######## jtpopeye_dwnld_src ########
**jtpopeye_dwnld_src: the metal 4 layer**

Supply wires on this layer in gray.
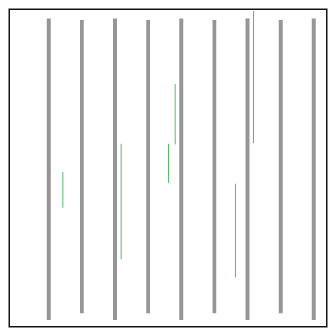

### src/rtl/jtpopeye_dwnld_src.sv
// Byte-stream to ioctl download source: paces host bytes into one-cycle
// ioctl_wr strobes at least WR_GAP cycles apart and holds downloading for TAIL cycles after the last.
module jtpopeye_dwnld_src #(
  parameter int WR_GAP = 4,
  parameter int TAIL   = 8
) (
  input  logic        clk_rom,
  input  logic        rst,
  input  logic        start,
  input  logic [21:0] len,
  input  logic        abort,
  input  logic [7:0]  src_data,
  input  logic        src_valid,
  output logic        src_ready,
  output logic        downloading,
  output logic [21:0] ioctl_addr,
  output logic [7:0]  ioctl_data,
  output logic        ioctl_wr,
  output logic        done
);

  typedef enum logic [1:0] {
    S_IDLE,
    S_WAIT,
    S_GAP,
    S_TAIL
  } state_t;

  // The strobe cycle is itself the first GAP cycle, hence the -2 / -1 loads.
  localparam logic [3:0] GAP_LOAD  = 4'(WR_GAP - 2);
  localparam logic [7:0] TAIL_LOAD = 8'(TAIL - 1);

  state_t      state_q, state_d;
  logic        dl_q, dl_d;
  logic        wr_q, wr_d;
  logic        done_q, done_d;
  logic [21:0] addr_q, addr_d;
  logic [7:0]  data_q, data_d;
  logic [21:0] idx_q, idx_d;
  logic [21:0] rem_q, rem_d;
  logic [3:0]  gap_q, gap_d;
  logic [7:0]  tail_q, tail_d;
  logic        accept;

  assign src_ready   = (state_q == S_WAIT) && !abort;
  assign accept      = src_valid && src_ready;

  assign downloading = dl_q;
  assign ioctl_wr    = wr_q;
  assign done        = done_q;
  assign ioctl_addr  = addr_q;
  assign ioctl_data  = data_q;

  // NOTE: combinational logic uses blocking '=' and assigns every *_d a
  // default first, so no path leaves a signal unassigned and no latch forms.
  always_comb begin
    state_d = state_q;
    dl_d    = dl_q;
    wr_d    = 1'b0;
    done_d  = 1'b0;
    addr_d  = addr_q;
    data_d  = data_q;
    idx_d   = idx_q;
    rem_d   = rem_q;
    gap_d   = gap_q;
    tail_d  = tail_q;

    if (abort && state_q != S_IDLE) begin
      state_d = S_IDLE;
      dl_d    = 1'b0;
    end else begin
      case (state_q)
        S_IDLE: begin
          if (start && len != '0) begin
            state_d = S_WAIT;
            dl_d    = 1'b1;
            idx_d   = '0;
            rem_d   = len;
          end
        end

        S_WAIT: begin
          if (accept) begin
            data_d  = src_data;
            addr_d  = idx_q;
            wr_d    = 1'b1;
            idx_d   = idx_q + 22'd1;
            rem_d   = rem_q - 22'd1;
            gap_d   = GAP_LOAD;
            tail_d  = TAIL_LOAD;
            state_d = S_GAP;
          end
        end

        S_GAP: begin
          // After the last byte the tail countdown runs from the strobe,
          // so it may expire while the gap is still counting.
          if (rem_q == '0 && tail_q == '0) begin
            state_d = S_IDLE;
            dl_d    = 1'b0;
            done_d  = 1'b1;
          end else begin
            if (rem_q == '0) tail_d = tail_q - 8'd1;
            if (gap_q == '0) state_d = (rem_q != '0) ? S_WAIT : S_TAIL;
            else             gap_d   = gap_q - 4'd1;
          end
        end

        S_TAIL: begin
          if (tail_q == '0) begin
            state_d = S_IDLE;
            dl_d    = 1'b0;
            done_d  = 1'b1;
          end else begin
            tail_d = tail_q - 8'd1;
          end
        end

        default: state_d = S_IDLE;
      endcase
    end
  end

  // NOTE: state registers use non-blocking '<=' so every flop samples the
  // pre-edge values, independent of statement order.
  always_ff @(posedge clk_rom or posedge rst) begin
    if (rst) begin
      state_q <= S_IDLE;
      dl_q    <= 1'b0;
      wr_q    <= 1'b0;
      done_q  <= 1'b0;
      addr_q  <= '0;
      data_q  <= '0;
      idx_q   <= '0;
      rem_q   <= '0;
      gap_q   <= '0;
      tail_q  <= '0;
    end else begin
      state_q <= state_d;
      dl_q    <= dl_d;
      wr_q    <= wr_d;
      done_q  <= done_d;
      addr_q  <= addr_d;
      data_q  <= data_d;
      idx_q   <= idx_d;
      rem_q   <= rem_d;
      gap_q   <= gap_d;
      tail_q  <= tail_d;
    end
  end

endmodule

### config.mk
export PLATFORM = sky130hd
export DESIGN_NAME = jtpopeye_dwnld_src
export DESIGN_NICKNAME = d
export VERILOG_FILES = /design/src/rtl/jtpopeye_dwnld_src.sv
export SDC_FILE = /design/constraint.sdc
export NUM_CORES = 1
export LEC_CHECK = 0
export CAP_MARGIN = 10
export CORE_MARGIN = 2
export CORE_UTILIZATION = 30
export CTS_CLUSTER_DIAMETER = 150
export DETAILED_ROUTE_END_ITERATION = 8
export PLACE_DENSITY = 0.61
export SYNTH_ARGS = -nofsm -noshare
export SYNTH_HDL_FRONTEND = slang
export SYNTH_SLANG_ARGS = --single-unit
### constraint.sdc
create_clock -name clk_rom -period 3.8 [get_ports clk_rom]
set_input_delay 1.14 -clock clk_rom [delete_from_list [all_inputs] [get_ports clk_rom]]
set_output_delay 1.14 -clock clk_rom [all_outputs]
set_load 0.02 [all_outputs]
######## texture_loader ########
## src/rtl/texture_loader.sv

```systemverilog
// Byte-stream texture loader: parses a header plus RGB444 texel pairs and drives
// one-cycle texel writes into the selected texture RAM slot.
module texture_loader #(
   parameter int TEX_W  = 32,
   parameter int TEX_H  = 32,
   parameter int N_TEX  = 4,
   parameter int ADDR_W = $clog2(TEX_W * TEX_H)
) (
   input  logic              vga_clk,
   input  logic              reset,
   input  logic [7:0]        in_data,
   input  logic              in_valid,
   output logic              in_ready,
   input  logic              abort,
   output logic              wr_en,
   output logic [1:0]        wr_tex,
   output logic [ADDR_W-1:0] wr_addr,
   output logic [11:0]       wr_data,
   output logic              busy,
   output logic              done,
   output logic              hdr_err
);

   localparam logic [ADDR_W-1:0] LAST_ADDR = ADDR_W'(TEX_W * TEX_H - 1);
   localparam logic [ADDR_W-1:0] ONE_ADDR  = ADDR_W'(1);
   localparam logic [2:0]        N_TEX_L   = 3'(N_TEX);

   typedef enum logic [1:0] {
      ST_IDLE = 2'd0,
      ST_HI   = 2'd1,
      ST_LO   = 2'd2,
      ST_DONE = 2'd3
   } state_t;

   state_t            state_r, state_nxt_s;
   logic [ADDR_W-1:0] cnt_r, cnt_nxt_s;
   logic [7:0]        rg_r, rg_nxt_s;
   logic              in_ready_r, wr_en_r, busy_r, done_r, hdr_err_r;
   logic [1:0]        wr_tex_r;
   logic [ADDR_W-1:0] wr_addr_r;
   logic [11:0]       wr_data_r;
   logic              in_ready_nxt_s, wr_en_nxt_s, busy_nxt_s, done_nxt_s, hdr_err_nxt_s;
   logic [1:0]        wr_tex_nxt_s;
   logic [ADDR_W-1:0] wr_addr_nxt_s;
   logic [11:0]       wr_data_nxt_s;
   logic              accept_s, hdr_ok_s, last_s;

   assign accept_s = in_valid & in_ready_r;
   assign hdr_ok_s = (in_data[7:2] == 6'b101000) && ({1'b0, in_data[1:0]} < N_TEX_L);
   assign last_s   = (cnt_r == LAST_ADDR);

   // State register
   always_ff @(posedge vga_clk) begin
      if (reset) begin
         state_r <= ST_IDLE;
      end else begin
         state_r <= state_nxt_s;
      end
   end

   // Next-state logic; abort overrides any byte acceptance
   always_comb begin
      state_nxt_s = state_r;
      if (abort) begin
         state_nxt_s = ST_IDLE;
      end else begin
         case (state_r)
            ST_IDLE: state_nxt_s = (accept_s && hdr_ok_s) ? ST_HI : ST_IDLE;
            ST_HI:   state_nxt_s = accept_s ? ST_LO : ST_HI;
            ST_LO: begin
               if (accept_s) begin
                  state_nxt_s = last_s ? ST_DONE : ST_HI;
               end else begin
                  state_nxt_s = ST_LO;
               end
            end
            ST_DONE: state_nxt_s = ST_IDLE;
            default: state_nxt_s = ST_IDLE;
         endcase
      end
   end

   // Output and datapath next values; everything lands in registers below
   always_comb begin
      wr_en_nxt_s   = 1'b0;
      done_nxt_s    = 1'b0;
      hdr_err_nxt_s = 1'b0;
      wr_tex_nxt_s  = wr_tex_r;
      wr_addr_nxt_s = wr_addr_r;
      wr_data_nxt_s = wr_data_r;
      cnt_nxt_s     = cnt_r;
      rg_nxt_s      = rg_r;
      if (abort) begin
         cnt_nxt_s = {ADDR_W{1'b0}};
      end else begin
         case (state_r)
            ST_IDLE: begin
               if (accept_s && hdr_ok_s) begin
                  wr_tex_nxt_s = in_data[1:0];
                  cnt_nxt_s    = {ADDR_W{1'b0}};
               end else if (accept_s) begin
                  hdr_err_nxt_s = 1'b1;
               end else begin
                  hdr_err_nxt_s = 1'b0;
               end
            end
            ST_HI: begin
               if (accept_s) begin
                  rg_nxt_s = in_data;
               end else begin
                  rg_nxt_s = rg_r;
               end
            end
            ST_LO: begin
               if (accept_s) begin
                  wr_en_nxt_s   = 1'b1;
                  wr_addr_nxt_s = cnt_r;
                  wr_data_nxt_s = {rg_r, in_data[3:0]};
                  done_nxt_s    = last_s;
                  cnt_nxt_s     = last_s ? {ADDR_W{1'b0}} : cnt_r + ONE_ADDR;
               end else begin
                  wr_en_nxt_s = 1'b0;
               end
            end
            ST_DONE: wr_en_nxt_s = 1'b0;
            default: wr_en_nxt_s = 1'b0;
         endcase
      end
      in_ready_nxt_s = (state_nxt_s != ST_DONE);
      busy_nxt_s     = (state_nxt_s != ST_IDLE);
   end

   // Output and datapath registers
   always_ff @(posedge vga_clk) begin
      if (reset) begin
         in_ready_r <= 1'b0;
         wr_en_r    <= 1'b0;
         busy_r     <= 1'b0;
         done_r     <= 1'b0;
         hdr_err_r  <= 1'b0;
         wr_tex_r   <= 2'd0;
         wr_addr_r  <= {ADDR_W{1'b0}};
         wr_data_r  <= 12'd0;
         cnt_r      <= {ADDR_W{1'b0}};
         rg_r       <= 8'd0;
      end else begin
         in_ready_r <= in_ready_nxt_s;
         wr_en_r    <= wr_en_nxt_s;
         busy_r     <= busy_nxt_s;
         done_r     <= done_nxt_s;
         hdr_err_r  <= hdr_err_nxt_s;
         wr_tex_r   <= wr_tex_nxt_s;
         wr_addr_r  <= wr_addr_nxt_s;
         wr_data_r  <= wr_data_nxt_s;
         cnt_r      <= cnt_nxt_s;
         rg_r       <= rg_nxt_s;
      end
   end

   assign in_ready = in_ready_r;
   assign wr_en    = wr_en_r;
   assign busy     = busy_r;
   assign done     = done_r;
   assign hdr_err  = hdr_err_r;
   assign wr_tex   = wr_tex_r;
   assign wr_addr  = wr_addr_r;
   assign wr_data  = wr_data_r;

endmodule

```

## config.mk

```make
export PLATFORM = sky130hd
export DESIGN_NAME = texture_loader
export DESIGN_NICKNAME = d
export VERILOG_FILES = /design/src/rtl/texture_loader.sv
export SDC_FILE = /design/constraint.sdc
export NUM_CORES = 1
export LEC_CHECK = 0
export CAP_MARGIN = 20
export CORE_ASPECT_RATIO = 0.7
export CORE_UTILIZATION = 50
export DETAILED_ROUTE_END_ITERATION = 6
export MAX_ROUTING_LAYER = met4
export PLACE_DENSITY = 0.78
export SLEW_MARGIN = 20
export SYNTH_ARGS = -nofsm -noshare
export SYNTH_HDL_FRONTEND = slang
export SYNTH_SLANG_ARGS = --single-unit
```

## constraint.sdc

```tcl
create_clock -name vga_clk -period 2.05 [get_ports vga_clk]
set_clock_uncertainty 0.15 [all_clocks]
set_input_delay 0.205 -clock vga_clk [delete_from_list [all_inputs] [get_ports vga_clk]]
set_output_delay 0.205 -clock vga_clk [all_outputs]
set_load 0.05 [all_outputs]
```

######## mealy_sym_tracker_flat ########
[src/rtl/mealy_pkg.sv]
// Shared types, symbol constants and next-state rule of the 4-state Mealy symbol code.
package mealy_pkg;

    typedef enum logic [1:0] {
        ST_A = 2'b00,
        ST_B = 2'b01,
        ST_C = 2'b10,
        ST_D = 2'b11
    } state_t;

    localparam logic [2:0] SYM_A0      = 3'b111;
    localparam logic [2:0] SYM_A1      = 3'b101;
    localparam logic [2:0] SYM_B0      = 3'b001;
    localparam logic [2:0] SYM_B1      = 3'b011;
    localparam logic [2:0] SYM_C0      = 3'b000;
    localparam logic [2:0] SYM_C1      = 3'b100;
    localparam logic [2:0] SYM_D       = 3'b110;
    localparam logic [2:0] SYM_ILLEGAL = 3'b010;

    function automatic state_t next_state(input state_t st, input logic in_bit);
        case (st)
            ST_A:    return in_bit ? ST_C : ST_B;
            ST_B:    return in_bit ? ST_D : ST_A;
            ST_C:    return in_bit ? ST_A : ST_D;
            default: return ST_A;
        endcase
    endfunction

endpackage

[src/rtl/mealy_sym_tracker_if.sv]
// Symbol-in / recovered-bit-out handshake bundle; master is the link side, slave the tracker.
interface mealy_sym_tracker_if;
    logic       sym_valid;
    logic [2:0] sym;
    logic       sym_ready;
    logic       bit_valid;
    logic       bit_ready;
    logic       bit_out;
    logic       bit_amb;
    logic       bit_err;

    modport master (
        output sym_valid, sym, bit_ready,
        input  sym_ready, bit_valid, bit_out, bit_amb, bit_err
    );

    modport slave (
        input  sym_valid, sym, bit_ready,
        output sym_ready, bit_valid, bit_out, bit_amb, bit_err
    );
endinterface

[src/rtl/mealy_sym_lookup.sv]
// Purpose: classify a symbol against the tracked state and decode its owning state and bit.
// Latency: purely combinational.
// Backpressure: none; evaluated every cycle regardless of handshake.
module mealy_sym_lookup
    import mealy_pkg::*;
(
    input  state_t     state,
    input  logic [2:0] sym,
    output logic       legal,
    output logic       dec_bit,
    output logic       amb,
    output state_t     implied_state,
    output logic       implied_valid
);

    // Every symbol except SYM_ILLEGAL has exactly one owner, so the decode needs only sym.
    always_comb begin
        implied_state = ST_A;
        implied_valid = 1'b1;
        dec_bit       = 1'b0;
        case (sym)
            SYM_A0:  begin implied_state = ST_A; dec_bit = 1'b0; end
            SYM_A1:  begin implied_state = ST_A; dec_bit = 1'b1; end
            SYM_B0:  begin implied_state = ST_B; dec_bit = 1'b0; end
            SYM_B1:  begin implied_state = ST_B; dec_bit = 1'b1; end
            SYM_C0:  begin implied_state = ST_C; dec_bit = 1'b0; end
            SYM_C1:  begin implied_state = ST_C; dec_bit = 1'b1; end
            SYM_D:   begin implied_state = ST_D; dec_bit = 1'b0; end
            default: implied_valid = 1'b0;
        endcase
    end

    assign amb   = implied_valid && (implied_state == ST_D);
    assign legal = implied_valid && (implied_state == state);

endmodule

[src/rtl/mealy_sym_tracker.sv]
// Purpose: recover input bits from a Mealy symbol stream, flag ambiguous/illegal symbols, resync.
// Latency: one cycle, symbol accepted on edge N is presented after edge N.
// Backpressure: one-entry output register; sym_ready = !clr && (!bit_valid || bit_ready).
module mealy_sym_tracker
    import mealy_pkg::*;
#(
    parameter int CNT_W = 8
) (
    input  logic                clk,
    input  logic                rst_n,
    input  logic                clr,
    mealy_sym_tracker_if.slave  bus,
    output logic [1:0]          state_o,
    output logic [CNT_W-1:0]    sym_cnt,
    output logic [CNT_W-1:0]    err_cnt
);

    state_t           state_q, state_d;
    logic             legal, dec_bit, amb, implied_valid;
    state_t           implied_state;
    logic             accept;
    logic             bit_valid_q, bit_out_q, bit_amb_q, bit_err_q;
    logic             bit_out_d, bit_amb_d, bit_err_d;
    logic [CNT_W-1:0] sym_cnt_q, err_cnt_q;

    mealy_sym_lookup u_lookup (
        .state         (state_q),
        .sym           (bus.sym),
        .legal         (legal),
        .dec_bit       (dec_bit),
        .amb           (amb),
        .implied_state (implied_state),
        .implied_valid (implied_valid)
    );

    assign bus.sym_ready = !clr && (!bit_valid_q || bus.bit_ready);
    assign accept        = bus.sym_valid && bus.sym_ready;

    always_ff @(posedge clk or negedge rst_n) begin
        if (!rst_n)   state_q <= ST_A;
        else if (clr) state_q <= ST_A;
        else          state_q <= state_d;
    end

    // A legal symbol's implied state equals the tracked state, so one rule covers decode and resync.
    always_comb begin
        state_d = state_q;
        if (accept) state_d = implied_valid ? next_state(implied_state, dec_bit) : ST_A;
    end

    always_comb begin
        bit_out_d = legal && !amb && dec_bit;
        bit_amb_d = legal && amb;
        bit_err_d = !legal;
    end

    always_ff @(posedge clk or negedge rst_n) begin
        if (!rst_n) begin
            bit_valid_q <= 1'b0;
            bit_out_q   <= 1'b0;
            bit_amb_q   <= 1'b0;
            bit_err_q   <= 1'b0;
        end else if (clr) begin
            bit_valid_q <= 1'b0;
            bit_out_q   <= 1'b0;
            bit_amb_q   <= 1'b0;
            bit_err_q   <= 1'b0;
        end else if (accept) begin
            bit_valid_q <= 1'b1;
            bit_out_q   <= bit_out_d;
            bit_amb_q   <= bit_amb_d;
            bit_err_q   <= bit_err_d;
        end else if (bus.bit_ready) begin
            bit_valid_q <= 1'b0;
        end
    end

    always_ff @(posedge clk or negedge rst_n) begin
        if (!rst_n) begin
            sym_cnt_q <= '0;
            err_cnt_q <= '0;
        end else if (clr) begin
            sym_cnt_q <= '0;
            err_cnt_q <= '0;
        end else if (accept) begin
            sym_cnt_q <= sym_cnt_q + CNT_W'(1);
            if (!legal && (err_cnt_q != '1)) err_cnt_q <= err_cnt_q + CNT_W'(1);
        end
    end

    assign bus.bit_valid = bit_valid_q;
    assign bus.bit_out   = bit_out_q;
    assign bus.bit_amb   = bit_amb_q;
    assign bus.bit_err   = bit_err_q;
    assign state_o       = state_q;
    assign sym_cnt       = sym_cnt_q;
    assign err_cnt       = err_cnt_q;

endmodule

[src/flat_wrapper.sv]
// flat-port wrapper written by rule: the top's interface ports become plain ports
module mealy_sym_tracker_flat import mealy_pkg::*;
#(
    parameter int CNT_W = 8
)
  (clk, rst_n, clr, state_o, sym_cnt, err_cnt, bus_sym_valid, bus_sym, bus_bit_ready, bus_sym_ready, bus_bit_valid, bus_bit_out, bus_bit_amb, bus_bit_err);
  mealy_sym_tracker_if bus_i ();
  input  logic clk;
  input  logic rst_n;
  input  logic clr;
  output logic [1:0] state_o;
  output logic [CNT_W-1:0] sym_cnt;
  output logic [CNT_W-1:0] err_cnt;
  input wire logic [$bits(bus_i.sym_valid)-1:0] bus_sym_valid;
  input wire logic [$bits(bus_i.sym)-1:0] bus_sym;
  input wire logic [$bits(bus_i.bit_ready)-1:0] bus_bit_ready;
  output wire logic [$bits(bus_i.sym_ready)-1:0] bus_sym_ready;
  output wire logic [$bits(bus_i.bit_valid)-1:0] bus_bit_valid;
  output wire logic [$bits(bus_i.bit_out)-1:0] bus_bit_out;
  output wire logic [$bits(bus_i.bit_amb)-1:0] bus_bit_amb;
  output wire logic [$bits(bus_i.bit_err)-1:0] bus_bit_err;
  assign bus_i.sym_valid = bus_sym_valid;
  assign bus_i.sym = bus_sym;
  assign bus_i.bit_ready = bus_bit_ready;
  assign bus_sym_ready = bus_i.sym_ready;
  assign bus_bit_valid = bus_i.bit_valid;
  assign bus_bit_out = bus_i.bit_out;
  assign bus_bit_amb = bus_i.bit_amb;
  assign bus_bit_err = bus_i.bit_err;
  mealy_sym_tracker #(.CNT_W(CNT_W)) u_core (.clk(clk), .rst_n(rst_n), .clr(clr), .bus(bus_i), .state_o(state_o), .sym_cnt(sym_cnt), .err_cnt(err_cnt));
endmodule
[config.mk]
export PLATFORM = sky130hd
export DESIGN_NAME = mealy_sym_tracker_flat
export DESIGN_NICKNAME = d
export VERILOG_FILES = /design/src/rtl/mealy_pkg.sv /design/src/rtl/mealy_sym_tracker_if.sv /design/src/rtl/mealy_sym_lookup.sv /design/src/rtl/mealy_sym_tracker.sv /design/src/flat_wrapper.sv
export SDC_FILE = /design/constraint.sdc
export NUM_CORES = 1
export LEC_CHECK = 0
export CORE_ASPECT_RATIO = 1.4
export CORE_UTILIZATION = 48
export DETAILED_ROUTE_END_ITERATION = 16
export PLACE_DENSITY = 0.76
export SLEW_MARGIN = 25
export SYNTH_ARGS = -nofsm -noshare
export SYNTH_HDL_FRONTEND = slang
export SYNTH_HIERARCHICAL = 1
export SYNTH_SLANG_ARGS = --single-unit
export TNS_END_PERCENT = 30
[constraint.sdc]
create_clock -name clk -period 2.1 [get_ports clk]
set_input_delay 0.42 -clock clk [delete_from_list [all_inputs] [get_ports clk]]
set_output_delay 0.42 -clock clk [all_outputs]
set_load 0.01 [all_outputs]
**mealy_sym_tracker_flat: wire density map**

9 x 12 tiles, from dark blue (low) to red (high), scaled to the fullest tile. Values are wire area over tile area, all layers added.
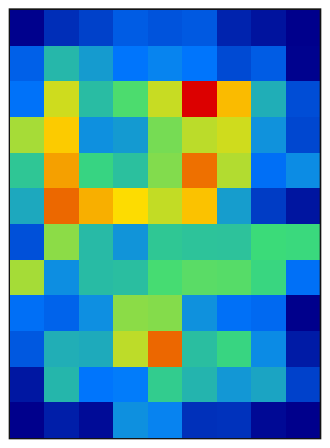
nearly empty tiles: 6.5%
fullest tile: 0.44
tiles over half the peak: 26%

**mealy_sym_tracker_flat: the metal 2 layer**

Cells faint in the background.
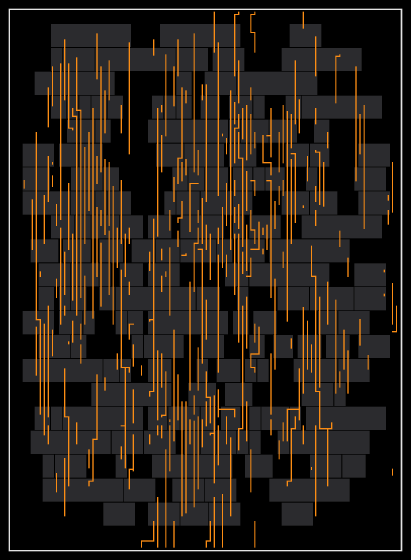
longest straight run: 23.8 um
wire length on this layer: 1400 um
nets with wire on the layer: 159
main direction: vertical

==> README.md, mealy_sym_tracker_flat <==
| Quantity | This run | Unit |
| --- | --- | --- |
| Residual overflow from global routing | 0 | - |
| Die Width | 44.41 | um |
| Hold-fix buffer count after cts | 0 | - |
| Number of flip-flops and latches | 22 | - |
| Crit end category | output pin | - |
| Most frequent cell on the critical path | sky130_fd_sc_hd__clkdlybuf4s50_1 | - |
| Floorplan core area | 2391 | um2 |
| Worst skew pair latency | 0.29 | ns |
| Setup Buffers After CTS | 0 | - |
| RePlAce Congestion | 0.7909 | - |
| Vias in the first global route | 1047 | - |
| Switching pwr | 0.2026 | mW |
| Run status | finished clean | - |
| Routed metal-1 wirelength | 1.278 | mm |
| Mux cell area share after synthesis | 0.02484 | - |
| Via count of the routed design | 1157 | - |
| Clock buffer count from CTS | 3 | - |
| Number of antenna violations at the first check in global routing | 0 | - |
| Dominant combinational family | simple AND/OR/NAND/NOR gates | - |
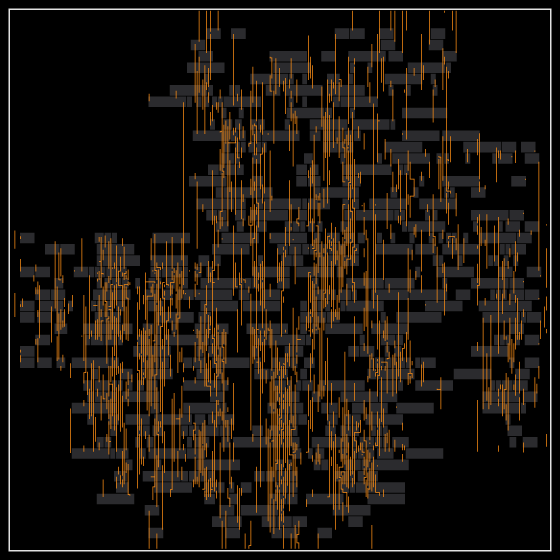
**Above:** jtpopeye_dwnld_src (the metal 2 layer).
Cells faint in the background.
share of all routed wire: 48%
longest straight run: 49.0 um
wire length on this layer: 5830 um
main direction: vertical

## Picture notes: 'the metal 4 layer' of jtpopeye_dwnld_src
share of all routed wire: 1.6%
nets with wire on the layer: 3
main direction: vertical
longest straight run: 53.7 um

==> README.md, jtpopeye_dwnld_src <==
| Quantity | This run | Unit |
| --- | --- | --- |
| Run status | finished clean | - |
| Per-cell routed wire length | 14.74 | um |
| Mapped cell area | 4720 | um2 |
| Remaining max-slew budget at the tightest pin | 0.4761 | - |
| Total track usage | 0.1537 | - |
| Top cells by area | sky130_fd_sc_hd__dfrtp_1, sky130_fd_sc_hd__nand2_1, sky130_fd_sc_hd__o21ai_0, sky130_fd_sc_hd__a21oi_1, sky130_fd_sc_hd__nor2_1 | - |
| Setup clock skew after layout | 0.004894 | ns |
| Top cells by instance count after synthesis | sky130_fd_sc_hd__nand2_1, sky130_fd_sc_hd__dfrtp_1, sky130_fd_sc_hd__nor2_1 | - |
| Yosys aoi share | 0.1816 | - |
| Worst Setup Path Type | primary input to output pin | - |
| Logic depth of the worst path, buffers included | 3 | - |
| Vias in the first global route | 4138 | - |
| RePlAce Congestion | 0.8130 | - |
| Power in combinational cells | 1.37 | mW |
| Number of warning messages in the logs | 28 | - |
| Crit end category | output pin | - |
| Most frequent cell on the critical path | sky130_fd_sc_hd__clkdlybuf4s50_1 | - |
**texture_loader: congestion heat map**

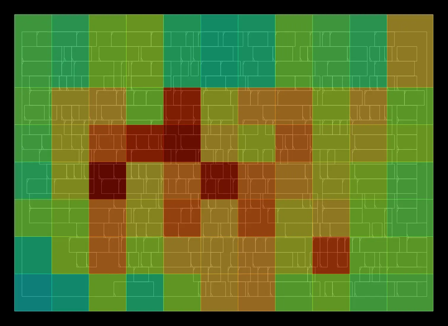
most congested layer reported by global routing: met2
met1 Resource Use GR: 0.3897

==> README.md, texture_loader <==
| Quantity | This run | Unit |
| --- | --- | --- |
| Run status | finished clean | - |
| Post-Route WL | 5.085 | mm |
| Largest register FFs | 12 | - |
| Mapped cell area | 1997 | um2 |
| First-pass iteration count of the detailed router | 4 | - |
| Clock Tree Buf Depth | 2 | - |
| Power in combinational cells | 0.103 | mW |
| Via count of the routed design | 1920 | - |
| Met2 Use GR | 0.3953 | - |
| Sum of net half-perimeters after detailed placement | 3.883 | mm |
| Count of cells resized by post-cts repair | 0 | - |
| Shortest period the worst path allows | 1.980 | ns |
| Startpoint type of the worst setup path | primary input | - |
| Launch instance of the worst register-to-register path | cnt_r[0] | - |
| Top cells by area | sky130_fd_sc_hd__dfxtp_1, sky130_fd_sc_hd__nand2_1, sky130_fd_sc_hd__a21oi_1, sky130_fd_sc_hd__mux2i_1, sky130_fd_sc_hd__nor2_1 | - |
| Flops after synth | 49 | - |
| Mux cell area share after synthesis | 0.05013 | - |
| CTS Root Cell | sky130_fd_sc_hd__clkbuf_8 | - |


==> gallery <==
Met1 routing.
picture 1
The bar under the picture is 20 um long. Supply wires on this layer in gray.
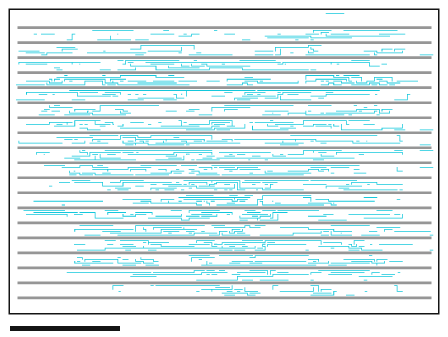
picture 2
The bar under the picture is 50 um long. Supply wires on this layer in gray.
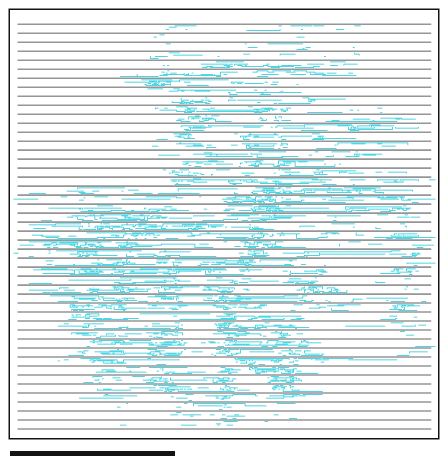
picture 3
The bar under the picture is 10 um long. Supply wires on this layer in gray.
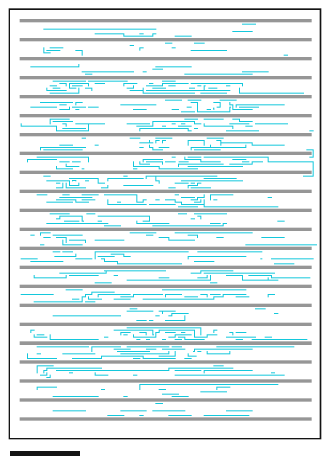
- largest die: picture 2
- smallest die: picture 3
Picture 2 is jtpopeye_dwnld_src.
Picture 1 is texture_loader.
Picture 3 is mealy_sym_tracker_flat.

Power is estimated from default activity; no workload was simulated.
